=== design 1 ===
### Register map, names as in the netlist, design 1

Bar = 20 um.
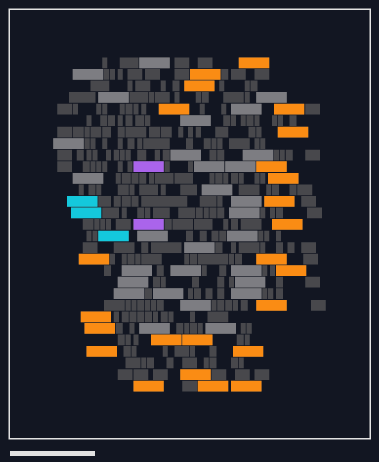
===== config.mk =====
export PLATFORM = sky130hd
export DESIGN_NAME = io_cfg_loader
export DESIGN_NICKNAME = d
export VERILOG_FILES = /design/src/rtl/io_cfg_loader.sv
export SDC_FILE = /design/constraint.sdc
export NUM_CORES = 1
export LEC_CHECK = 0
export ABC_AREA = 1
export CAP_MARGIN = 20
export CORE_ASPECT_RATIO = 1.25
export CORE_MARGIN = 10
export CORE_UTILIZATION = 45
export DETAILED_ROUTE_END_ITERATION = 16
export GPL_TIMING_DRIVEN = 1
export PLACE_DENSITY = 0.76
export SLEW_MARGIN = 20
export SYNTH_ARGS = -nofsm -noshare
export SYNTH_HDL_FRONTEND = slang
export SYNTH_SLANG_ARGS = --single-unit

===== constraint.sdc =====
create_clock -name clk -period 2.5 [get_ports clk]
set_clock_uncertainty 0.1 [all_clocks]
set_input_delay 0.5 -clock clk [delete_from_list [all_inputs] [get_ports clk]]
set_output_delay 0.5 -clock clk [all_outputs]
set_load 0.03 [all_outputs]

===== src/rtl/io_cfg_loader.sv =====
// Serial configuration loader: assembles parity-checked per-block cfg words in a
// shadow register and applies them to every io_block at once after a clean frame.
module io_cfg_loader #(
  parameter int N_BLOCKS = 4,
  parameter int CFG_W    = 6
) (
  input  logic                         clk,
  input  logic                         rst,
  input  logic                         start,
  input  logic                         abort,
  input  logic                         bit_in,
  input  logic                         bit_valid,
  output logic                         bit_ready,
  output logic                         busy,
  output logic                         done,
  output logic                         err,
  output logic [N_BLOCKS*CFG_W-1:0]    cfg_out,
  output logic [1:0]                   dbg_state
);

  localparam int BIT_CW  = $clog2(CFG_W + 1);
  localparam int WORD_CW = (N_BLOCKS > 1) ? $clog2(N_BLOCKS) : 1;
  localparam logic [BIT_CW-1:0]  PAR_POS   = BIT_CW'(CFG_W);
  localparam logic [WORD_CW-1:0] LAST_WORD = WORD_CW'(N_BLOCKS - 1);

  typedef enum logic [1:0] {
    S_IDLE   = 2'd0,
    S_SHIFT  = 2'd1,
    S_COMMIT = 2'd2,
    S_ERROR  = 2'd3
  } state_t;

  state_t                        r_state;
  state_t                        w_next;
  logic [BIT_CW-1:0]             r_bit_cnt;
  logic [WORD_CW-1:0]            r_word_cnt;
  logic                          r_par;
  logic [N_BLOCKS*CFG_W-1:0]     r_shadow;
  logic [N_BLOCKS*CFG_W-1:0]     r_cfg;
  logic                          r_done;
  logic                          r_err;

  logic                          w_xfer;
  logic                          w_clr;
  logic                          w_commit;
  logic                          w_par_bit;
  logic                          w_par_bad;

  // Handshake: a bit moves on a rising edge where bit_valid & bit_ready. bit_ready
  // depends only on state and abort; bit_valid may drop at any time.
  assign bit_ready = (r_state == S_SHIFT) & ~abort;
  assign w_xfer    = bit_valid & bit_ready;
  assign w_par_bit = (r_bit_cnt == PAR_POS);
  assign w_par_bad = r_par ^ bit_in;

  always_comb begin
    w_next   = r_state;
    w_clr    = 1'b0;
    w_commit = 1'b0;
    case (r_state)
      S_IDLE: begin
        if (start) begin
          w_next = S_SHIFT;
          w_clr  = 1'b1;
        end
      end
      S_SHIFT: begin
        if (abort) begin
          w_next = S_IDLE;
        end else if (w_xfer && w_par_bit) begin
          if (w_par_bad)                     w_next = S_ERROR;
          else if (r_word_cnt == LAST_WORD)  w_next = S_COMMIT;
        end
      end
      S_COMMIT: begin
        w_next   = S_IDLE;
        w_commit = 1'b1;
      end
      S_ERROR: begin
        if (start) begin
          w_next = S_SHIFT;
          w_clr  = 1'b1;
        end
      end
      default: w_next = S_IDLE;
    endcase
  end

  always_ff @(posedge clk) begin
    if (rst) begin
      r_state    <= S_IDLE;
      r_bit_cnt  <= '0;
      r_word_cnt <= '0;
      r_par      <= 1'b0;
      r_shadow   <= '0;
      r_cfg      <= '0;
      r_done     <= 1'b0;
      r_err      <= 1'b0;
    end else begin
      r_state <= w_next;
      r_done  <= w_commit;
      if (w_commit) r_cfg <= r_shadow;
      if (w_clr) begin
        r_bit_cnt  <= '0;
        r_word_cnt <= '0;
        r_par      <= 1'b0;
        r_err      <= 1'b0;
      end else if (w_xfer) begin
        if (w_par_bit) begin
          r_bit_cnt  <= '0;
          r_par      <= 1'b0;
          r_word_cnt <= (r_word_cnt == LAST_WORD) ? '0 : r_word_cnt + WORD_CW'(1);
          if (w_par_bad) r_err <= 1'b1;
        end else begin
          r_bit_cnt <= r_bit_cnt + BIT_CW'(1);
          r_par     <= r_par ^ bit_in;
          // Data arrives MSB first, so shifting left lands each word in order.
          for (int k = 0; k < N_BLOCKS; k++) begin
            if (r_word_cnt == WORD_CW'(k))
              r_shadow[k*CFG_W +: CFG_W] <= {r_shadow[k*CFG_W +: CFG_W-1], bit_in};
          end
        end
      end
    end
  end

  assign busy      = (r_state == S_SHIFT) | (r_state == S_COMMIT);
  assign done      = r_done;
  assign err       = r_err;
  assign cfg_out   = r_cfg;
  assign dbg_state = r_state;

endmodule

==> run summary <==
fresh numbers from the pnr run: status=completed, Fmax achieved=484 MHz, Adder Share, Synth=3.19%, DP Area=2740 um^2, clock buffers=11, Data buffer area share=12.4%, wire length on met1=2130 um, chip area=8540 um^2, Hold Crit Class=flip-flop to flip-flop, num rows=29, placed cell count=385, tool warnings=30, vias in the first global route=1972, Leak=1.33 nW, busiest grt layer=met2, Worst Tran Pin Value=0.746 ns, postcts setup bufs=0, Req. time, crit path=1.90 ns, M2 GR Usage=20.5%, clock buffer depth=2, Cell Type Count=27, fp util=46.3%, Seq share, synth=49.3%, area fraction in mux cells=0%, tap cell count=62
## Picture notes: 'Register map, names as in the netlist' of design 1
legend:
  r_word_cnt:
    colour: purple
    placed_flops: 2
  cfg_out:
    colour: orange
    placed_flops: 24
  r_bit_cnt:
    colour: cyan
    placed_flops: 3
not coloured: 29
Core Util, Final: 58.1%
Seq/total area: 39.4%
sequential power: 1.12 mW

[flip-flops by register name, indices dropped and copies added (netlist names)]
name,flops
cfg_out,24
r_shadow,24
r_bit_cnt,3
dbg_state,2
r_word_cnt,2
done,1
err,1
r_par,1
[metrics by stage]
stage	hold WS [ns]	power [mW]
2_1_floorplan	0.350	1.81
3_3_place_gp	0.359	2.14
3_5_place_dp	0.359	2.16
4_1_cts	0.389	3.04
5_1_grt	0.425	3.17
6_report	0.379	3.00
[power by group]
part           switching, mW  total, mW  internal [mW]
registers             0.0624       1.12           1.05
logic                  0.648       1.00          0.356
clock network          0.369      0.878          0.509
total                   1.08       3.00           1.92
[synthesized netlist by cell type (2+ instances only)]
library cell / n
nor2_1: 88
dfxtp_1: 58
o21ai_0: 35
nand2_1: 19
nor3_1: 18
o21ai_1: 17
inv_1: 14
clkbuf_1: 7
ha_1: 6
a21oi_1: 5
nand3_1: 4
inv_2: 3
nand2_4: 3
buf_2: 2
clkinv_4: 2
nand2_2: 2
nand3_4: 2
nor2_4: 2
nor2_8: 2
[critical path, stage by stage, from the launching register on]
cell and delay (ns):
dfxtp_1 0.36, inv_1 0.07, ha_1 0.30, inv_1 0.10, dlymetal6s2s_1 0.30

=== design 2 ===
### I/O nets highlighted, design 2

Bar = 50 um.
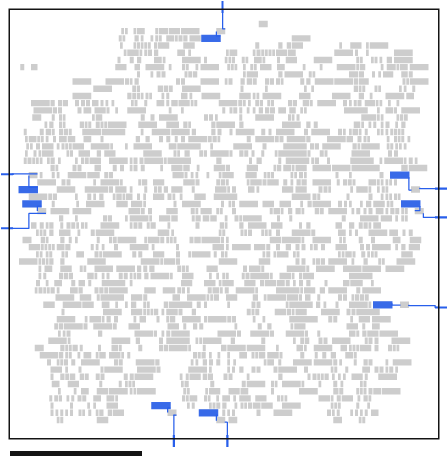
### src/rtl/led_pkg.sv
// Shared LED constants used by the walker and the fader.
// Both blocks rely on the same channel count, PWM width and full-scale brightness.
package led_pkg;

    localparam int NLEDS_DEF        = 8;
    localparam int PWM_BITS_DEF     = 8;
    localparam int DECAY_PERIOD_DEF = 65536;
    localparam int DECAY_SHIFT_DEF  = 2;

    localparam logic [PWM_BITS_DEF-1:0] FULL_SCALE = '1;

endpackage

### src/rtl/led_fader_channel.sv
// One LED channel: brightness with geometric decay, a duty shadow updated only
// at the PWM period boundary, and the registered PWM compare.
module led_fader_channel
    import led_pkg::*;
#(
    parameter int PWM_BITS    = PWM_BITS_DEF,
    parameter int DECAY_SHIFT = DECAY_SHIFT_DEF
) (
    input  logic                i_clk,
    input  logic                i_reset,
    input  logic                i_sel,
    input  logic                i_decay_tick,
    input  logic                i_period_end,
    input  logic [PWM_BITS-1:0] i_pwm_ctr,
    output logic                o_pwm
);

    localparam logic [PWM_BITS-1:0] FULL = '1;
    localparam logic [PWM_BITS-1:0] ONE  = PWM_BITS'(1);

    logic [PWM_BITS-1:0] brightness_q, brightness_d;
    logic [PWM_BITS-1:0] duty_q, duty_d;
    logic [PWM_BITS-1:0] step;
    logic                pwm_q, pwm_d;

    always_comb begin
        step         = brightness_q >> DECAY_SHIFT;
        brightness_d = brightness_q;
        // Selection wins over a decay tick landing in the same cycle.
        if (i_sel) begin
            brightness_d = FULL;
        end else if (i_decay_tick && (brightness_q != '0)) begin
            if (step == '0) begin
                brightness_d = brightness_q - ONE;
            end else begin
                brightness_d = brightness_q - step;
            end
        end
        duty_d = i_period_end ? brightness_q : duty_q;
        pwm_d  = (duty_q == FULL) || (i_pwm_ctr < duty_q);
    end

    always_ff @(posedge i_clk) begin
        if (i_reset) begin
            brightness_q <= '0;
            duty_q       <= '0;
            pwm_q        <= 1'b0;
        end else begin
            brightness_q <= brightness_d;
            duty_q       <= duty_d;
            pwm_q        <= pwm_d;
        end
    end

    assign o_pwm = pwm_q;

endmodule

### src/rtl/led_fader.sv
// LED fader: full brightness while selected by the walker, then a geometric
// "comet trail" fade, rendered as glitch-free per-LED PWM.
module led_fader
    import led_pkg::*;
#(
    parameter int NLEDS        = NLEDS_DEF,
    parameter int PWM_BITS     = PWM_BITS_DEF,
    parameter int DECAY_PERIOD = DECAY_PERIOD_DEF,
    parameter int DECAY_SHIFT  = DECAY_SHIFT_DEF
) (
    input  logic             i_clk,
    input  logic             i_reset,
    input  logic [NLEDS-1:0] i_led,
    output logic [NLEDS-1:0] o_pwm
);

    localparam int PRE_W = (DECAY_PERIOD > 1) ? $clog2(DECAY_PERIOD) : 1;
    localparam logic [PRE_W-1:0]    PRE_RELOAD = PRE_W'(DECAY_PERIOD - 1);
    localparam logic [PRE_W-1:0]    PRE_ONE    = PRE_W'(1);
    localparam logic [PWM_BITS-1:0] FULL       = '1;
    localparam logic [PWM_BITS-1:0] CTR_ONE    = PWM_BITS'(1);

    logic [PWM_BITS-1:0] pwm_ctr_q, pwm_ctr_d;
    logic [PRE_W-1:0]    prescaler_q, prescaler_d;
    logic                decay_tick;
    logic                period_end;

    always_comb begin
        decay_tick  = (prescaler_q == '0);
        period_end  = (pwm_ctr_q == FULL);
        pwm_ctr_d   = pwm_ctr_q + CTR_ONE;
        prescaler_d = decay_tick ? PRE_RELOAD : (prescaler_q - PRE_ONE);
    end

    always_ff @(posedge i_clk) begin
        if (i_reset) begin
            pwm_ctr_q   <= '0;
            prescaler_q <= PRE_RELOAD;
        end else begin
            pwm_ctr_q   <= pwm_ctr_d;
            prescaler_q <= prescaler_d;
        end
    end

    for (genvar k = 0; k < NLEDS; k++) begin : g_ch
        led_fader_channel #(
            .PWM_BITS    (PWM_BITS),
            .DECAY_SHIFT (DECAY_SHIFT)
        ) u_ch (
            .i_clk        (i_clk),
            .i_reset      (i_reset),
            .i_sel        (i_led[k]),
            .i_decay_tick (decay_tick),
            .i_period_end (period_end),
            .i_pwm_ctr    (pwm_ctr_q),
            .o_pwm        (o_pwm[k])
        );
    end

endmodule
### config.mk
export PLATFORM = sky130hd
export DESIGN_NAME = led_fader
export DESIGN_NICKNAME = d
export VERILOG_FILES = /design/src/rtl/led_pkg.sv /design/src/rtl/led_fader_channel.sv /design/src/rtl/led_fader.sv
export SDC_FILE = /design/constraint.sdc
export NUM_CORES = 1
export LEC_CHECK = 0
export ABC_AREA = 1
export CORE_MARGIN = 3
export CORE_UTILIZATION = 41
export DETAILED_ROUTE_END_ITERATION = 10
export GPL_ROUTABILITY_DRIVEN = 0
export GPL_TIMING_DRIVEN = 1
export PLACE_DENSITY = 0.55
export SYNTH_ARGS = -nofsm -noshare
export SYNTH_HDL_FRONTEND = slang
export SYNTH_HIERARCHICAL = 1
export SYNTH_SLANG_ARGS = --single-unit
### constraint.sdc
create_clock -name i_clk -period 6.74 [get_ports i_clk]
set_clock_uncertainty 0.15 [all_clocks]
set_input_delay 0.674 -clock i_clk [delete_from_list [all_inputs] [get_ports i_clk]]
set_output_delay 0.674 -clock i_clk [all_outputs]
set_load 0.02 [all_outputs]
==> run summary <==
fresh numbers from the pnr run: status=completed, Req. time, crit path=6.90 ns, Hold Crit Class=flip-flop to flip-flop, WHS=around 0.27 ns, DP Area=10500 um^2, postcts setup bufs=0, Max-slew headroom=a little under two fifths, yosys stat cell total=1409, power share of the combinational group=18.1%, CP Class=flip-flop to flip-flop, Sequential Power Share=40.9%, Seq share, synth=32.2%, minimum clock period=2.83 ns, Final Hold Fails=0, Comb/total area=52.3%, busiest grt layer=met2, DRC=0, Worst R2R Start=prescaler_q[0], routed wl met3=between 400 and 500 um, TNS Setup=0 ns, Comb group=~0.46 mW, num rows=56, post-route ant nets=0, Top power group=sequential cells, yosys stat chip area=9930 um^2, unrepaired setup endpoints after global routing=no, final worst slack=3.91 ns, grt met1 use=24.1%, Top Layout Cells=268 x nand2_1, 232 x inv_1, 160 x dfxtp_1
## Picture notes: 'I/O nets highlighted' of design 2
legend:
  o_pwm:
    colour: blue
    bits: 8
    direction: output
    end_cells: 8
    buffers: 8
    wire: 110 um
PortBufs: 17
I/O Pins: 18

worst min path at each step:
stage / slack [ns] / to
final: 0.27 / prescaler_q[0]
after global routing: 0.27 / prescaler_q[0]
after CTS: 0.26 / prescaler_q[0]
after detailed placement: 0.25 / prescaler_q[0]
after global placement: 0.24 / prescaler_q[0]
after floorplan: 0.23 / prescaler_q[0]
synthesized netlist by cell type:
cell	number	share of area [%]
o21ai_2	8	0.71
fa_1	8	1.6
buf_6	1	0.11
o21bai_1	8	0.60
nor3b_1	1	0.076
inv_1	232	8.8
o21a_1	1	0.076
nor2_2	2	0.13
nand3_1	79	4.0
a21oi_1	157	7.9
a211oi_1	16	1.2
xnor2_1	19	1.7
nand3b_1	4	0.30
a21oi_4	1	0.16
clkbuf_1	8	0.30
nand2_2	8	0.50
o21ai_0	115	5.8
nand4_1	9	0.57
nand2_1	268	10
buf_1	8	0.30
nand3_2	2	0.20
nor2_4	2	0.23
xor2_1	16	1.4
or2_2	2	0.13
nor4_1	16	1.0
nand2_4	1	0.11
nor2_1	143	5.4
ha_1	114	14
dfxtp_1	160	32

=== design 3 ===
### M1 wires, design 3

Bar = 50 um. Supply wires on this layer in grey. Cells faint in the background.
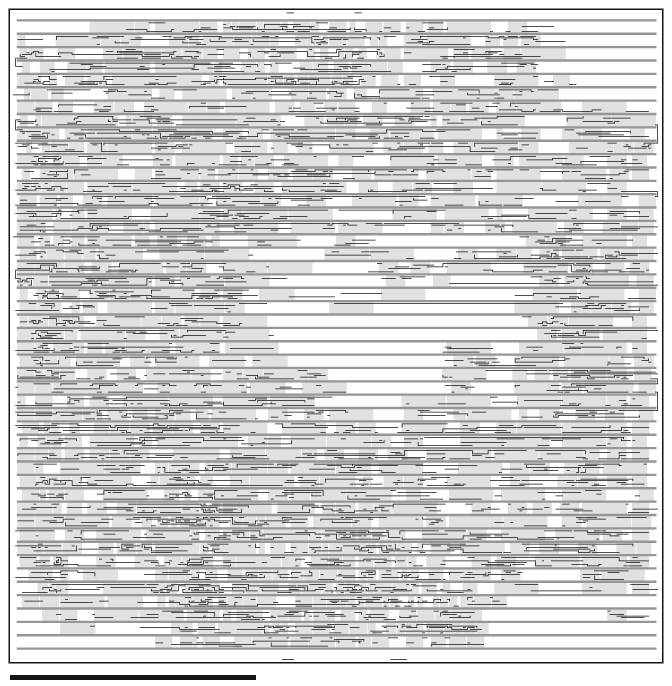
### Signal wires by layer, design 3

Only two layers are drawn.
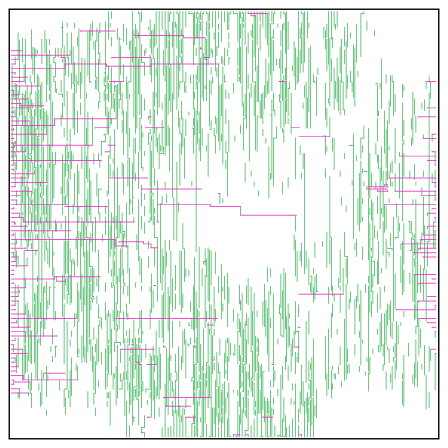
### src/rtl/rv_fetch_pkg.sv
// Shared types and constants for the instruction fetch slice.
package rv_fetch_pkg;

  localparam int XLEN    = 32;
  localparam int PC_STEP = 4;

  typedef enum logic [1:0] {
    S_IDLE  = 2'd0,
    S_REQ   = 2'd1,
    S_WAIT  = 2'd2,
    S_FLUSH = 2'd3
  } fetch_state_t;

  typedef struct packed {
    logic [XLEN-1:0] instr;
    logic [XLEN-1:0] pc;
  } fq_entry_t;

endpackage

### src/rtl/fetch_queue.sv
// Small synchronous FIFO between fetch and decode; flush empties it in one cycle.
module fetch_queue #(
  parameter int W     = 64,
  parameter int DEPTH = 2
) (
  input  logic                       clk,
  input  logic                       rst_n,
  input  logic                       push,
  input  logic [W-1:0]               push_data,
  input  logic                       pop,
  input  logic                       flush,
  output logic [W-1:0]               head_data,
  output logic [$clog2(DEPTH):0]     count
);

  localparam int AW = $clog2(DEPTH);
  localparam int CW = AW + 1;

  logic [W-1:0]  r_mem [DEPTH];
  logic [AW-1:0] r_wptr;
  logic [AW-1:0] r_rptr;
  logic [CW-1:0] r_count;

  always_ff @(posedge clk or negedge rst_n) begin
    if (!rst_n) begin
      r_wptr  <= '0;
      r_rptr  <= '0;
      r_count <= '0;
      for (int i = 0; i < DEPTH; i++) r_mem[i] <= '0;
    end else if (flush) begin
      r_wptr  <= '0;
      r_rptr  <= '0;
      r_count <= '0;
    end else begin
      if (push) begin
        r_mem[r_wptr] <= push_data;
        r_wptr        <= r_wptr + AW'(1);
      end
      if (pop) r_rptr <= r_rptr + AW'(1);
      r_count <= r_count + CW'(push) - CW'(pop);
    end
  end

  assign head_data = r_mem[r_rptr];
  assign count     = r_count;

endmodule

### src/rtl/fetch_unit.sv
// Fetch stage: issues one imem request at a time from PCout, queues responses for decode.
// Handshakes: imem request transfers on imem_req && imem_gnt; decode transfers on instr_valid && instr_ready.
module fetch_unit
  import rv_fetch_pkg::*;
#(
  parameter int QDEPTH = 2
) (
  input  logic            clk,
  input  logic            rst,
  input  logic [XLEN-1:0] PCout,
  output logic [XLEN-1:0] PCin,
  output logic            imem_req,
  output logic [XLEN-1:0] imem_addr,
  input  logic            imem_gnt,
  input  logic            imem_rvalid,
  input  logic [XLEN-1:0] imem_rdata,
  input  logic            redirect_valid,
  input  logic [XLEN-1:0] redirect_pc,
  output logic            instr_valid,
  input  logic            instr_ready,
  output logic [XLEN-1:0] instr_data,
  output logic [XLEN-1:0] instr_pc,
  output fetch_state_t    dbg_state
);

  localparam int CW = $clog2(QDEPTH) + 1;

  fetch_state_t    r_state;
  logic            r_imem_req;
  logic [XLEN-1:0] r_req_pc;

  logic [CW-1:0]   w_count;
  logic            w_outstanding;
  logic            w_credit;
  logic            w_credit_after;
  logic            w_grant;
  logic            w_push;
  logic            w_pop;
  logic            w_redirect;
  fq_entry_t       w_push_entry;
  fq_entry_t       w_head;

  assign w_redirect     = rst && redirect_valid;
  assign w_outstanding  = (r_state == S_WAIT) || (r_state == S_FLUSH);
  // Counting the outstanding response as occupied guarantees it always finds space.
  assign w_credit       = (w_count + CW'(w_outstanding)) < CW'(QDEPTH);
  assign w_credit_after = (w_count + CW'(1) - CW'(w_pop)) < CW'(QDEPTH);
  assign w_grant        = (r_state == S_REQ) && imem_gnt;
  assign w_push         = (r_state == S_WAIT) && imem_rvalid && !w_redirect;
  assign w_pop          = instr_valid && instr_ready && !w_redirect;

  always_comb begin
    PCin = PCout;
    if (w_redirect)   PCin = {redirect_pc[XLEN-1:2], 2'b00};
    else if (w_grant) PCin = PCout + XLEN'(PC_STEP);
  end

  always_ff @(posedge clk or negedge rst) begin
    if (!rst) begin
      r_state    <= S_IDLE;
      r_imem_req <= 1'b0;
      r_req_pc   <= '0;
    end else if (w_redirect) begin
      r_imem_req <= 1'b0;
      // A response still owed to us must be swallowed before new requests go out.
      if ((r_state == S_REQ && imem_gnt) ||
          ((r_state == S_WAIT || r_state == S_FLUSH) && !imem_rvalid))
        r_state <= S_FLUSH;
      else
        r_state <= S_IDLE;
    end else begin
      case (r_state)
        S_IDLE: begin
          if (w_credit) begin
            r_state    <= S_REQ;
            r_imem_req <= 1'b1;
          end
        end
        S_REQ: begin
          if (imem_gnt) begin
            r_req_pc   <= PCout;
            r_state    <= S_WAIT;
            r_imem_req <= 1'b0;
          end
        end
        S_WAIT: begin
          if (imem_rvalid) begin
            r_state    <= w_credit_after ? S_REQ : S_IDLE;
            r_imem_req <= w_credit_after;
          end
        end
        S_FLUSH: begin
          if (imem_rvalid) r_state <= S_IDLE;
        end
        default: begin
          r_state    <= S_IDLE;
          r_imem_req <= 1'b0;
        end
      endcase
    end
  end

  assign w_push_entry = '{instr: imem_rdata, pc: r_req_pc};

  fetch_queue #(
    .W     ($bits(fq_entry_t)),
    .DEPTH (QDEPTH)
  ) u_queue (
    .clk       (clk),
    .rst_n     (rst),
    .push      (w_push),
    .push_data (w_push_entry),
    .pop       (w_pop),
    .flush     (w_redirect),
    .head_data (w_head),
    .count     (w_count)
  );

  assign imem_req    = r_imem_req;
  assign imem_addr   = PCout;
  assign instr_valid = (w_count != '0);
  assign instr_data  = w_head.instr;
  assign instr_pc    = w_head.pc;
  assign dbg_state   = r_state;

endmodule

### config.mk
export PLATFORM = sky130hd
export DESIGN_NAME = fetch_unit
export DESIGN_NICKNAME = d
export VERILOG_FILES = /design/src/rtl/rv_fetch_pkg.sv /design/src/rtl/fetch_queue.sv /design/src/rtl/fetch_unit.sv
export SDC_FILE = /design/constraint.sdc
export NUM_CORES = 1
export LEC_CHECK = 0
export CAP_MARGIN = 20
export CORE_MARGIN = 1
export CORE_UTILIZATION = 49
export DETAILED_ROUTE_END_ITERATION = 12
export PLACE_DENSITY = 0.91
export REMOVE_ABC_BUFFERS = 1
export SLEW_MARGIN = 20
export SYNTH_ARGS = -nofsm -noshare
export SYNTH_HDL_FRONTEND = slang
export SYNTH_SLANG_ARGS = --single-unit
### constraint.sdc
create_clock -name clk -period 2.46 [get_ports clk]
set_clock_uncertainty 0.2 [all_clocks]
set_input_delay 0.369 -clock clk [delete_from_list [all_inputs] [get_ports clk]]
set_output_delay 0.369 -clock clk [all_outputs]
set_load 0.01 [all_outputs]
==> run summary <==
fresh numbers from the pnr run: routed length on met2=between 10000 and 15000 um, initial antenna violation count=0, Register-to-Register Setup Slack=0.19 ns, DRC=0, Finish-stage setup viols=28, layout cells sized above 1=42.8%, Seq/total area=34.8%, clock buffers=22, area fraction in mux cells=30.5%, Max Used Layer=met4, final worst slack=-0.304 ns, Yosys top cell by instances=mux2_2, area leader, netlist=dfrtp_1, number of antenna diodes=0, worst skew pair latency=0.42 ns, status=finished, violations left, yosys stat cell total=652, CTS hold repair buffers=1, failing checks=negative setup slack
Notes on 'M1 wires' of design 3 above:
wire length on this layer: 8760 um
longest straight run: 48.8 um
main direction: horizontal
nets with wire on the layer: 892
grt met1 use: 28.6%
DR vias: 6109

Notes on 'Signal wires by layer' of design 3 above:
legend:
  M3:
    colour: magenta
    wire_length: 1060 um
  M2:
    colour: green
    wire_length: 11200 um

## worst paths after layout
| check | startpoint | cells after the start | endpoint |
|---|---|---|---|
| max in group asynchronous | rst | 3 | r_req_pc[18] |
| hold reg to reg | u_queue.r_mem[55] | 1 | u_queue.r_mem[55] |
| hold / removal | rst | 4 | imem_req |
| min in group asynchronous | rst | 3 | r_req_pc[1] |
| setup reg to reg | dbg_state[0] | 9 | r_req_pc[21] |
| setup / recovery | dbg_state[1] | 9 | PCin[9] |
## critical path, stage by stage, from the launching register on
cell             delay [ns]
dfrtp_1                0.38
inv_2                  0.08
ha_4                   0.14
nand4_4                0.11
buf_4                  0.17
buf_6                  0.12
nor3_1                 0.23
xnor2_1                0.09
o21ai_0                0.19
clkdlybuf4s15_2        0.26
## state kept, by name, indices dropped and copies added, names as in the netlist
signal	count
u_queue.r_rptr	1
u_queue.r_mem	128
dbg_state	2
u_queue.count	2
imem_req	1
r_req_pc	32
u_queue.r_wptr	1
## report_power, final
part | internal (mW) | switching (mW) | total [mW]
sequential | 4.09 | 0.756 | 4.85
clock | 1.58 | 1.01 | 2.60
combinational | 3.38 | 2.30 | 5.68
total | 9.05 | 4.07 | 13.1

=== design 4 ===
### Register map, names as in the netlist, design 4

Bar = 50 um.
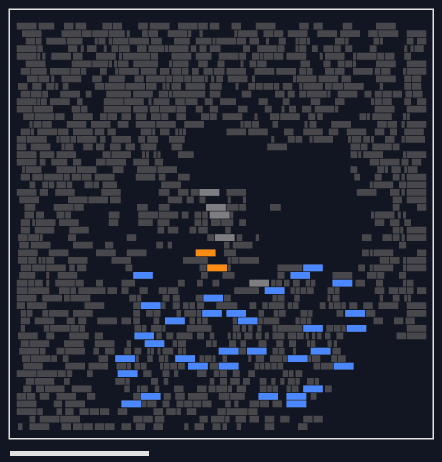
### I/O nets highlighted, design 4

Bar = 50 um.
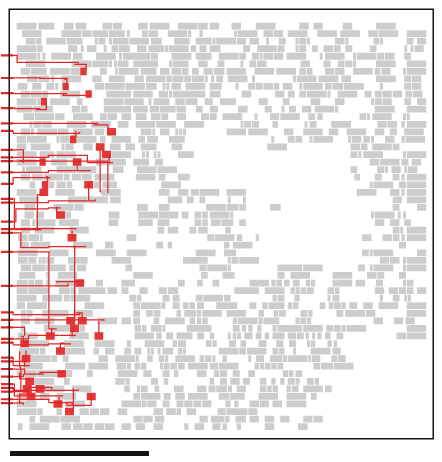
### M1 wires, design 4

Bar = 50 um. Supply wires on this layer in grey. Cells faint in the background.
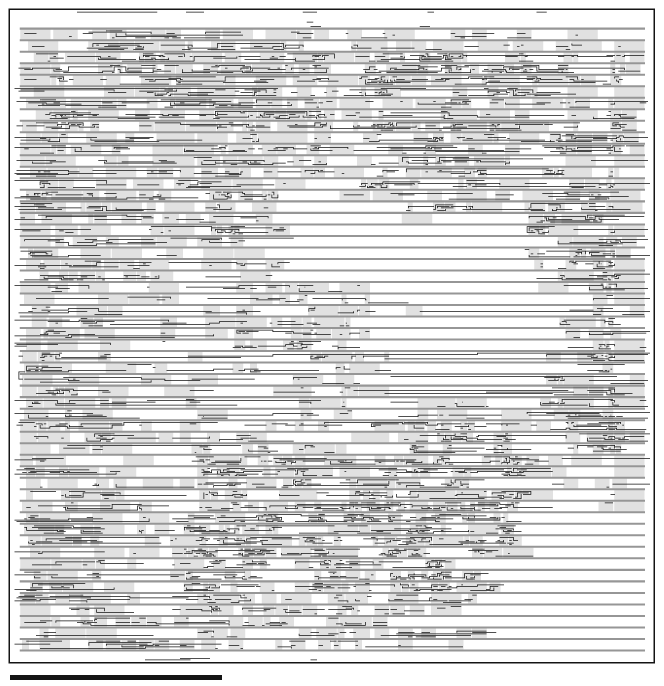
===== src/rtl/sram_arbiter_pkg.sv =====
// Shared types and constants for the BASE/EXT SRAM request arbiter.
// Optional address checking is enabled with SRAM_ARB_ADDR_CHECK_EN.
package sram_arbiter_pkg;

  localparam int SRAM_PADDR_W = 20;

  localparam logic [9:0] RAM_BASE_PREFIX = 10'h200;
  localparam logic [9:0] RAM_EXT_PREFIX  = 10'h201;

  typedef enum logic [1:0] {
    SEL_NONE,
    SEL_BASE,
    SEL_EXT
  } ram_sel_e;

  typedef struct packed {
    logic                    ce_n;
    logic                    we_n;
    logic [3:0]              be_n;
    logic [SRAM_PADDR_W-1:0] paddr;
    logic [31:0]             wdata;
  } sram_req_t;

  localparam sram_req_t SRAM_REQ_IDLE = '{
    ce_n:  1'b1,
    we_n:  1'b1,
    be_n:  4'hF,
    paddr: '0,
    wdata: '0
  };

endpackage


===== src/rtl/sram_addr_decode.sv =====
// Byte address to RAM select plus SRAM word address.
// Also flags a misaligned byte address for the optional checker.
module sram_addr_decode
  import sram_arbiter_pkg::*;
#(
  parameter int         ADDR_W      = 32,
  parameter int         SRAM_AW     = 20,
  parameter logic [9:0] BASE_PREFIX = RAM_BASE_PREFIX,
  parameter logic [9:0] EXT_PREFIX  = RAM_EXT_PREFIX
) (
  input  logic [ADDR_W-1:0]  addr,
  output ram_sel_e           sel,
  output logic [SRAM_AW-1:0] paddr,
  output logic               misal
);

  logic [9:0] pfx;

  assign pfx   = addr[ADDR_W-1 -: 10];
  assign paddr = addr[SRAM_AW+1:2];
  assign misal = |addr[1:0];

  // Prefix match picks the RAM; anything else is unmapped
  always_comb begin
    sel = SEL_NONE;
    unique case (1'b1)
      (pfx == BASE_PREFIX): sel = SEL_BASE;
      (pfx == EXT_PREFIX):  sel = SEL_EXT;
      default:              sel = SEL_NONE;
    endcase
  end

endmodule


===== src/rtl/sram_arbiter.sv =====
// Two-port (IF/MEM) arbiter in front of the BASE/EXT SRAM controllers.
// Define SRAM_ARB_ADDR_CHECK_EN to add the ADDR_ERR output.
module sram_arbiter
  import sram_arbiter_pkg::*;
#(
  parameter int         ADDR_W      = 32,
  parameter int         SRAM_AW     = SRAM_PADDR_W,
  parameter logic [9:0] BASE_PREFIX = RAM_BASE_PREFIX,
  parameter logic [9:0] EXT_PREFIX  = RAM_EXT_PREFIX
) (
  input  logic               CLK,
  input  logic               RST,
  input  logic               IF_REQ,
  input  logic [ADDR_W-1:0]  IF_ADDR,
  output logic               IF_STALL,
  output logic               IF_VALID,
  output logic [31:0]        IF_RDATA,
  input  logic               MEM_REQ,
  input  logic               MEM_WE,
  input  logic [3:0]         MEM_BE,
  input  logic [ADDR_W-1:0]  MEM_ADDR,
  input  logic [31:0]        MEM_WDATA,
  output logic               MEM_VALID,
  output logic [31:0]        MEM_RDATA,
  output logic               BASE_RAM_CE_N_O,
  output logic               BASE_RAM_WE_N_O,
  output logic [3:0]         BASE_RAM_BE_N_O,
  output logic [SRAM_AW-1:0] BASE_RAM_PADDR_O,
  output logic [31:0]        BASE_RAM_WDATA_O,
  input  logic [31:0]        BASE_RAM_RDATA,
  output logic               EXT_RAM_CE_N_O,
  output logic               EXT_RAM_WE_N_O,
  output logic [3:0]         EXT_RAM_BE_N_O,
  output logic [SRAM_AW-1:0] EXT_RAM_PADDR_O,
  output logic [31:0]        EXT_RAM_WDATA_O,
  input  logic [31:0]        EXT_RAM_RDATA,
`ifdef SRAM_ARB_ADDR_CHECK_EN
  output logic               ADDR_ERR,
`endif
  output logic [31:0]        CONFLICT_CNT
);

  ram_sel_e           if_tgt, mem_tgt;
  ram_sel_e           if_sel, mem_sel;
  logic [SRAM_AW-1:0] if_pa, mem_pa;
  logic               if_mis, mem_mis;
  sram_req_t          base_req, ext_req;
  logic               if_pend, mem_pend, mem_wr;
  ram_sel_e           if_src, mem_src;
  logic               if_go;

  sram_addr_decode #(
    .ADDR_W     (ADDR_W),
    .SRAM_AW    (SRAM_AW),
    .BASE_PREFIX(BASE_PREFIX),
    .EXT_PREFIX (EXT_PREFIX)
  ) u_if_dec (
    .addr (IF_ADDR),
    .sel  (if_tgt),
    .paddr(if_pa),
    .misal(if_mis)
  );

  sram_addr_decode #(
    .ADDR_W     (ADDR_W),
    .SRAM_AW    (SRAM_AW),
    .BASE_PREFIX(BASE_PREFIX),
    .EXT_PREFIX (EXT_PREFIX)
  ) u_mem_dec (
    .addr (MEM_ADDR),
    .sel  (mem_tgt),
    .paddr(mem_pa),
    .misal(mem_mis)
  );

`ifdef SRAM_ARB_ADDR_CHECK_EN
  logic addr_err_q;

  assign if_sel   = if_mis  ? SEL_NONE : if_tgt;
  assign mem_sel  = mem_mis ? SEL_NONE : mem_tgt;
  assign ADDR_ERR = addr_err_q & ~RST;

  // Error flag follows the issued request into the response cycle
  always_ff @(posedge CLK) begin
    if (RST) begin
      addr_err_q <= 1'b0;
    end else begin
      addr_err_q <= (if_go & (if_tgt == SEL_NONE | if_mis))
                  | (MEM_REQ & (mem_tgt == SEL_NONE | mem_mis));
    end
  end
`else
  logic unused_mis;

  assign if_sel     = if_tgt;
  assign mem_sel    = mem_tgt;
  assign unused_mis = if_mis ^ mem_mis;
`endif

  function automatic sram_req_t pick(
    input logic               rst,
    input logic               mem_hit,
    input logic               if_hit,
    input logic               we,
    input logic [3:0]         be,
    input logic [SRAM_AW-1:0] mpa,
    input logic [SRAM_AW-1:0] ipa,
    input logic [31:0]        wd
  );
    sram_req_t r;
    r = SRAM_REQ_IDLE;
    if (!rst && mem_hit) begin
      r.ce_n  = 1'b0;
      r.we_n  = ~we;
      r.be_n  = we ? ~be : 4'h0;
      r.paddr = mpa;
      r.wdata = wd;
    end else if (!rst && if_hit) begin
      r.ce_n  = 1'b0;
      r.we_n  = 1'b1;
      r.be_n  = 4'h0;
      r.paddr = ipa;
      r.wdata = '0;
    end
    return r;
  endfunction

  function automatic logic [31:0] rd_mux(
    input ram_sel_e    s,
    input logic [31:0] b,
    input logic [31:0] e
  );
    case (s)
      SEL_BASE: return b;
      SEL_EXT:  return e;
      default:  return 32'h0;
    endcase
  endfunction

  assign IF_STALL = ~RST & IF_REQ & MEM_REQ
                  & (if_sel == mem_sel)
                  & (if_sel != SEL_NONE);
  assign if_go    = IF_REQ & ~IF_STALL;

  assign base_req = pick(RST,
    MEM_REQ && mem_sel == SEL_BASE,
    IF_REQ  && if_sel  == SEL_BASE,
    MEM_WE, MEM_BE, mem_pa, if_pa, MEM_WDATA);

  assign ext_req = pick(RST,
    MEM_REQ && mem_sel == SEL_EXT,
    IF_REQ  && if_sel  == SEL_EXT,
    MEM_WE, MEM_BE, mem_pa, if_pa, MEM_WDATA);

  assign BASE_RAM_CE_N_O  = base_req.ce_n;
  assign BASE_RAM_WE_N_O  = base_req.we_n;
  assign BASE_RAM_BE_N_O  = base_req.be_n;
  assign BASE_RAM_PADDR_O = base_req.paddr;
  assign BASE_RAM_WDATA_O = base_req.wdata;
  assign EXT_RAM_CE_N_O   = ext_req.ce_n;
  assign EXT_RAM_WE_N_O   = ext_req.we_n;
  assign EXT_RAM_BE_N_O   = ext_req.be_n;
  assign EXT_RAM_PADDR_O  = ext_req.paddr;
  assign EXT_RAM_WDATA_O  = ext_req.wdata;

  // Record where each issued request went, for next-cycle routing
  always_ff @(posedge CLK) begin
    if (RST) begin
      if_pend      <= 1'b0;
      if_src       <= SEL_NONE;
      mem_pend     <= 1'b0;
      mem_src      <= SEL_NONE;
      mem_wr       <= 1'b0;
      CONFLICT_CNT <= 32'h0;
    end else begin
      if_pend  <= if_go;
      if_src   <= if_go ? if_sel : SEL_NONE;
      mem_pend <= MEM_REQ;
      mem_src  <= MEM_REQ ? mem_sel : SEL_NONE;
      mem_wr   <= MEM_REQ & MEM_WE;
      if (IF_STALL && CONFLICT_CNT != 32'hFFFF_FFFF)
        CONFLICT_CNT <= CONFLICT_CNT + 32'h1;
    end
  end

  assign IF_VALID  = if_pend & ~RST;
  assign MEM_VALID = mem_pend & ~RST;
  assign IF_RDATA  = RST ? 32'h0
                   : rd_mux(if_src, BASE_RAM_RDATA, EXT_RAM_RDATA);
  assign MEM_RDATA = (RST || mem_wr) ? 32'h0
                   : rd_mux(mem_src, BASE_RAM_RDATA, EXT_RAM_RDATA);

endmodule


===== config.mk =====
export PLATFORM = sky130hd
export DESIGN_NAME = sram_arbiter
export DESIGN_NICKNAME = d
export VERILOG_FILES = /design/src/rtl/sram_arbiter_pkg.sv /design/src/rtl/sram_addr_decode.sv /design/src/rtl/sram_arbiter.sv
export SDC_FILE = /design/constraint.sdc
export NUM_CORES = 1
export LEC_CHECK = 0
export ABC_AREA = 0
export CORE_AREA = 2 2 150 152
export CTS_CLUSTER_DIAMETER = 150
export CTS_CLUSTER_SIZE = 40
export DETAILED_ROUTE_END_ITERATION = 6
export DIE_AREA = 0 0 152 154
export MAX_ROUTING_LAYER = met4
export PLACE_DENSITY = 0.57
export RECOVER_POWER = 100
export SLEW_MARGIN = 5
export SYNTH_ARGS = -nofsm -noshare
export SYNTH_HDL_FRONTEND = slang
export SYNTH_SLANG_ARGS = --single-unit

===== constraint.sdc =====
create_clock -name CLK -period 2.4 [get_ports CLK]
set_clock_uncertainty 0.05 [all_clocks]
set_input_delay 0.36 -clock CLK [delete_from_list [all_inputs] [get_ports CLK]]
set_output_delay 0.36 -clock CLK [all_outputs]
set_load 0.05 [all_outputs]

==> run summary <==
fresh numbers from the pnr run: Leak=4.17 nW, Worst R2R Start=CONFLICT_CNT[8], Synth Register Bits=39, Commonest Layout Cell=buf_12, status=completed, Final Hold Fails=0, internal power=1.29 mW, Routed WL per cell=around 20 um, comb_multi_in=498, area share, top type=around 20%, Die W=152 um, DRT iter0 DRCs=374, max incr delay on CP=0.33 ns, Clock buf/inv share=1.28%, tool warnings=34, Design Area, Final=11300 um^2, flop count=39, placed cell count=1264, clock buffers=5, and+or+nand+nor area frac=between 40% and 50%, Max H-tree Level=2, reg2reg end=CONFLICT_CNT[30], Die H=154 um, Worst path slowest cell=nor4_4, Comb/total area=31.7%, num rows=between 50 and 60
Notes on 'Register map, names as in the netlist' of design 4 above:
legend:
  CONFLICT_CNT:
    colour: blue
    placed_flops: 32
  mem_src:
    colour: orange
    placed_flops: 2
not coloured: 5
sequential power: 0.650 mW
Core Util, Final: 52.2%
register area: 781 um^2
Seq/total area: 6.90%

Notes on 'I/O nets highlighted' of design 4 above:
legend:
  BASE_RAM_WDATA_O:
    colour: red
    bits: 32
    direction: output
    end_cells: 32
    buffers: 32
    wire: 944 um
I/O Pins: 384
PortBufs: 379

Notes on 'M1 wires' of design 4 above:
main direction: horizontal
nets with wire on the layer: 981
DR vias: 6345
grt met1 use: 24.4%

[routing by layer]
layer | GRT usage, % | part of all wire [%]
met4 | 5.52 | 2.2
met3 | 4.90 | 6.7
met5 | - | 0
met1 | 24.4 | 40
met2 | 36.8 | 51
[cells in the mapped netlist, types with 2 or more instances]
master    instances
a21oi_1          27
a22oi_1          64
a32o_1           10
and2_1           70
and3_1           10
and4_1            6
buf_2            14
buf_4             2
clkbuf_1         36
dfxtp_1          39
ha_1              5
inv_1             7
nand2_1          73
nand3_1          18
nand4_1           7
nand4_2           3
nor2_1           70
nor2b_1          10
nor3_1            3
nor3_4            2
nor4_1            4
nor4b_1           2
o21ai_0          28
o21ai_1          16
o22ai_1           4
o31ai_1          16
or2_2             3
or3_1            11
or4_1            17
[repair_timing]
item                                    4_1_cts  5_1_grt
cloned                                        7        3
endpoints found under the setup margin      135       88
pin swaps                                    12       32
setup buffers                                11        3
gates resized                               124       66
[power by group through the flow]
stage	Clock, mW	Sequential [mW]	Combinational, mW
final	0.660	0.650	0.390
after global routing	0.705	0.650	0.410
after CTS	0.672	0.650	0.385
after detailed placement	0	0.665	0.382
after global placement	0	0.664	0.380
after floorplan	0	0.664	0.0323

=== design 5 ===
File: config.mk
export PLATFORM = sky130hd
export DESIGN_NAME = mod3_stream_residue
export DESIGN_NICKNAME = d
export VERILOG_FILES = /design/src/rtl/mod3_pkg.sv /design/src/rtl/byte_mod3.sv /design/src/rtl/mod3_stream_residue.sv
export SDC_FILE = /design/constraint.sdc
export NUM_CORES = 1
export LEC_CHECK = 0
export ABC_AREA = 1
export CAP_MARGIN = 20
export CORE_ASPECT_RATIO = 2
export CORE_UTILIZATION = 53
export CTS_CLUSTER_DIAMETER = 50
export DETAILED_ROUTE_END_ITERATION = 12
export PLACE_DENSITY = 0.83
export SETUP_SLACK_MARGIN = 0.15
export SLEW_MARGIN = 0
export SYNTH_ARGS = -nofsm -noshare
export SYNTH_HDL_FRONTEND = slang
export SYNTH_SLANG_ARGS = --single-unit
File: constraint.sdc
create_clock -name clk -period 2.1 [get_ports clk]
set_clock_uncertainty 0.2 [all_clocks]
set_input_delay 0.42 -clock clk [delete_from_list [all_inputs] [get_ports clk]]
set_output_delay 0.42 -clock clk [all_outputs]
set_load 0.1 [all_outputs]
File: src/rtl/mod3_pkg.sv
// Shared types and the mod-3 adder for the streaming residue datapath.
package mod3_pkg;

    typedef logic [1:0] residue_t;

    localparam residue_t RES0 = 2'd0;
    localparam residue_t RES1 = 2'd1;
    localparam residue_t RES2 = 2'd2;

    typedef enum logic {
        ST_ACCUM,
        ST_RESULT
    } state_t;

    // Operands are always canonical (0..2), so one conditional subtract suffices.
    function automatic residue_t mod3_add(input residue_t a, input residue_t b);
        logic [2:0] sum;
        sum = {1'b0, a} + {1'b0, b};
        if (sum >= 3'd3) begin
            sum = sum - 3'd3;
        end
        return sum[1:0];
    endfunction

endpackage

File: src/rtl/byte_mod3.sv
// Combinational byte-to-residue reducer: each bit pair is a base-4 digit,
// and 4 = 1 (mod 3), so the residue is the mod-3 sum of the digits.
module byte_mod3
    import mod3_pkg::*;
(
    input  logic [7:0] data,
    output residue_t   residue
);

    residue_t digit [4];
    residue_t sum_lo;
    residue_t sum_hi;

    genvar gi;
    generate
        for (gi = 0; gi < 4; gi++) begin : g_digit
            // Pair value b0 + 2*b1 with 2 = -1, so the digit is b0 - b1.
            assign digit[gi] = (data[2*gi] & ~data[2*gi+1]) ? RES1 :
                               (data[2*gi+1] & ~data[2*gi]) ? RES2 : RES0;
        end
    endgenerate

    assign sum_lo  = mod3_add(digit[0], digit[1]);
    assign sum_hi  = mod3_add(digit[2], digit[3]);
    assign residue = mod3_add(sum_lo, sum_hi);

endmodule

File: src/rtl/mod3_stream_residue.sv
// Streams an MSB-first byte sequence and emits its residue mod 3 per frame,
// holding each result until downstream accepts it.
module mod3_stream_residue
    import mod3_pkg::*;
#(
    parameter int CNT_W = 8
) (
    input  logic             clk,
    input  logic             rst_n,
    input  logic             in_valid,
    output logic             in_ready,
    input  logic [7:0]       in_data,
    input  logic             in_last,
    output logic             res_valid,
    input  logic             res_ready,
    output logic [1:0]       res_residue,
    output logic             res_zero,
    output logic [CNT_W-1:0] res_count,
    output logic             res_ovf
);

    localparam logic [CNT_W-1:0] CNT_MAX = '1;

    state_t             state_reg, state_next;
    residue_t           acc_reg, acc_next;
    logic [CNT_W-1:0]   cnt_reg, cnt_next;
    logic               ovf_acc_reg, ovf_acc_next;
    logic               res_valid_reg, res_valid_next;
    residue_t           res_residue_reg, res_residue_next;
    logic               res_zero_reg, res_zero_next;
    logic [CNT_W-1:0]   res_count_reg, res_count_next;
    logic               res_ovf_reg, res_ovf_next;

    residue_t           byte_res;
    residue_t           acc_sum;
    logic               cnt_at_max;
    logic [CNT_W-1:0]   cnt_sat;
    logic               accept;

    byte_mod3 u_byte_mod3 (
        .data    (in_data),
        .residue (byte_res)
    );

    // 256 = 1 (mod 3): shifting in a byte just adds its residue.
    assign acc_sum    = mod3_add(acc_reg, byte_res);
    assign cnt_at_max = (cnt_reg == CNT_MAX);
    assign cnt_sat    = cnt_at_max ? cnt_reg : cnt_reg + 1'b1;
    assign in_ready   = (state_reg == ST_ACCUM) || res_ready;
    assign accept     = in_valid && in_ready;

    always_comb begin
        state_next       = state_reg;
        acc_next         = acc_reg;
        cnt_next         = cnt_reg;
        ovf_acc_next     = ovf_acc_reg;
        res_valid_next   = res_valid_reg;
        res_residue_next = res_residue_reg;
        res_zero_next    = res_zero_reg;
        res_count_next   = res_count_reg;
        res_ovf_next     = res_ovf_reg;

        if (state_reg == ST_RESULT && res_ready) begin
            res_valid_next = 1'b0;
            state_next     = ST_ACCUM;
        end

        // A beat taken in the consuming cycle overrides the release above.
        if (accept) begin
            if (in_last) begin
                res_residue_next = acc_sum;
                res_zero_next    = (acc_sum == RES0);
                res_count_next   = cnt_sat;
                res_ovf_next     = ovf_acc_reg | cnt_at_max;
                res_valid_next   = 1'b1;
                acc_next         = RES0;
                cnt_next         = '0;
                ovf_acc_next     = 1'b0;
                state_next       = ST_RESULT;
            end else begin
                acc_next     = acc_sum;
                cnt_next     = cnt_sat;
                ovf_acc_next = ovf_acc_reg | cnt_at_max;
            end
        end
    end

    always_ff @(posedge clk or negedge rst_n) begin
        if (!rst_n) begin
            state_reg       <= ST_ACCUM;
            acc_reg         <= RES0;
            cnt_reg         <= '0;
            ovf_acc_reg     <= 1'b0;
            res_valid_reg   <= 1'b0;
            res_residue_reg <= RES0;
            res_zero_reg    <= 1'b0;
            res_count_reg   <= '0;
            res_ovf_reg     <= 1'b0;
        end else begin
            state_reg       <= state_next;
            acc_reg         <= acc_next;
            cnt_reg         <= cnt_next;
            ovf_acc_reg     <= ovf_acc_next;
            res_valid_reg   <= res_valid_next;
            res_residue_reg <= res_residue_next;
            res_zero_reg    <= res_zero_next;
            res_count_reg   <= res_count_next;
            res_ovf_reg     <= res_ovf_next;
        end
    end

    assign res_valid   = res_valid_reg;
    assign res_residue = res_residue_reg;
    assign res_zero    = res_zero_reg;
    assign res_count   = res_count_reg;
    assign res_ovf     = res_ovf_reg;

endmodule

### Congestion heat map, design 5

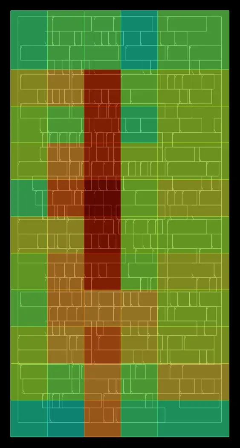
Core Util, Final: 78.5%
Routed WL per cell: 12.7 um
grt met1 use: 24.2%
all-layer global routing usage: 24.9%
M2 GR Usage: 44.7%

==> run summary <==
fresh numbers from the pnr run: max incr delay on CP=0.50 ns, Synth logic family=simple AND/OR/NAND/NOR gates, yosys stat cell total=around 200, Post-synth top flop=dfrtp_1, Worst path slowest cell=fa_1, Finish-stage setup viols=5, chip area=3280 um^2, DRT iter0 DRCs=22, flop count=25, failing checks=negative setup slack, area share, top type=38.8%, post-route ant nets=0, Data buffer area share=21.5%, clock buffers=3, maximum capacitance violations=0, vias in the first global route=1436, status=finished, violations left, Req. time, crit path=2.11 ns, Overall Power=2.54 mW, final worst slack=-2.31 ns, clock sinks=25
-- worst paths after layout --
check,to,depth (start not counted)
max,res_zero,26
min reg2reg,acc_reg[0],2
max reg2reg,res_zero,9
min,res_valid,2
min in group clk,acc_reg[0],2
max in group asynchronous,ovf_acc_reg,2
-- routing by layer --
metal  vias up  part of all wire (%)  track usage, %  routed length [um]
li1        707                     -               -                   -
met1       660                    33            24.2                1140
met2        25                    61            44.7                2100
met3        10                   2.3            1.95                  78
met4         0                   3.4            15.0                 117
met5         -                     0               0                   0
-- power by group --
group / total, mW / switching [mW] / internal, mW
clock network: 0.279 / 0.146 / 0.133
registers: 0.628 / 0.0749 / 0.553
logic: 1.63 / 0.965 / 0.663
-- per-stage QoR --
step	instance area (um^2)	hold slack (ns)	instances	setup TNS, ns	worst slack (ns)
6_report	2280	0.296	270	-11.46	-2.31
5_1_grt	2280	0.333	270	-12.67	-2.58
4_1_cts	2260	0.306	269	-12.37	-2.50
3_5_place_dp	2200	0.293	265	-15.34	-3.08
3_3_place_gp	2200	0.292	265	-14.89	-2.99
2_1_floorplan	1690	-0.0756	199	-11.01	-2.22


==> gallery <==
Register map, names as in the netlist.
panel A
Bar = 50 um.
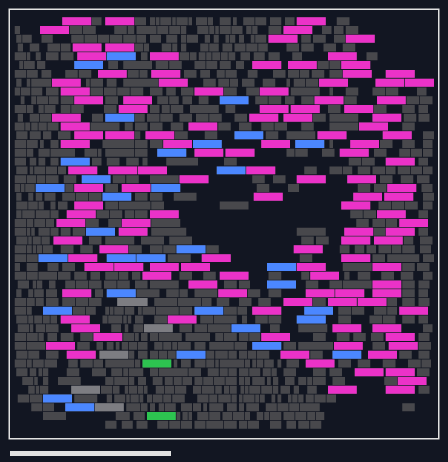
panel B
Bar = 50 um.
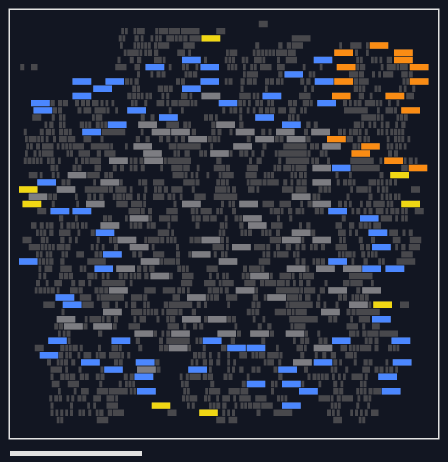
panel C
Bar = 10 um.
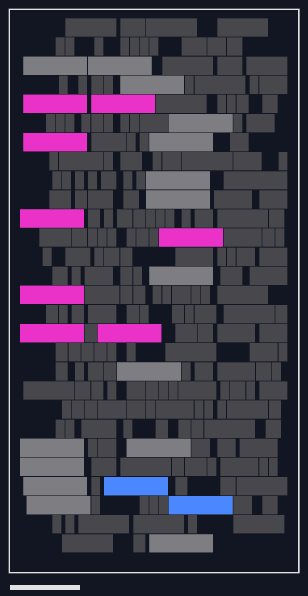
Panel A is design 3.
Panel C is design 5.
Panel B is design 2.
Of these, most cells: panel B

Power and IR drop assume default switching activity.
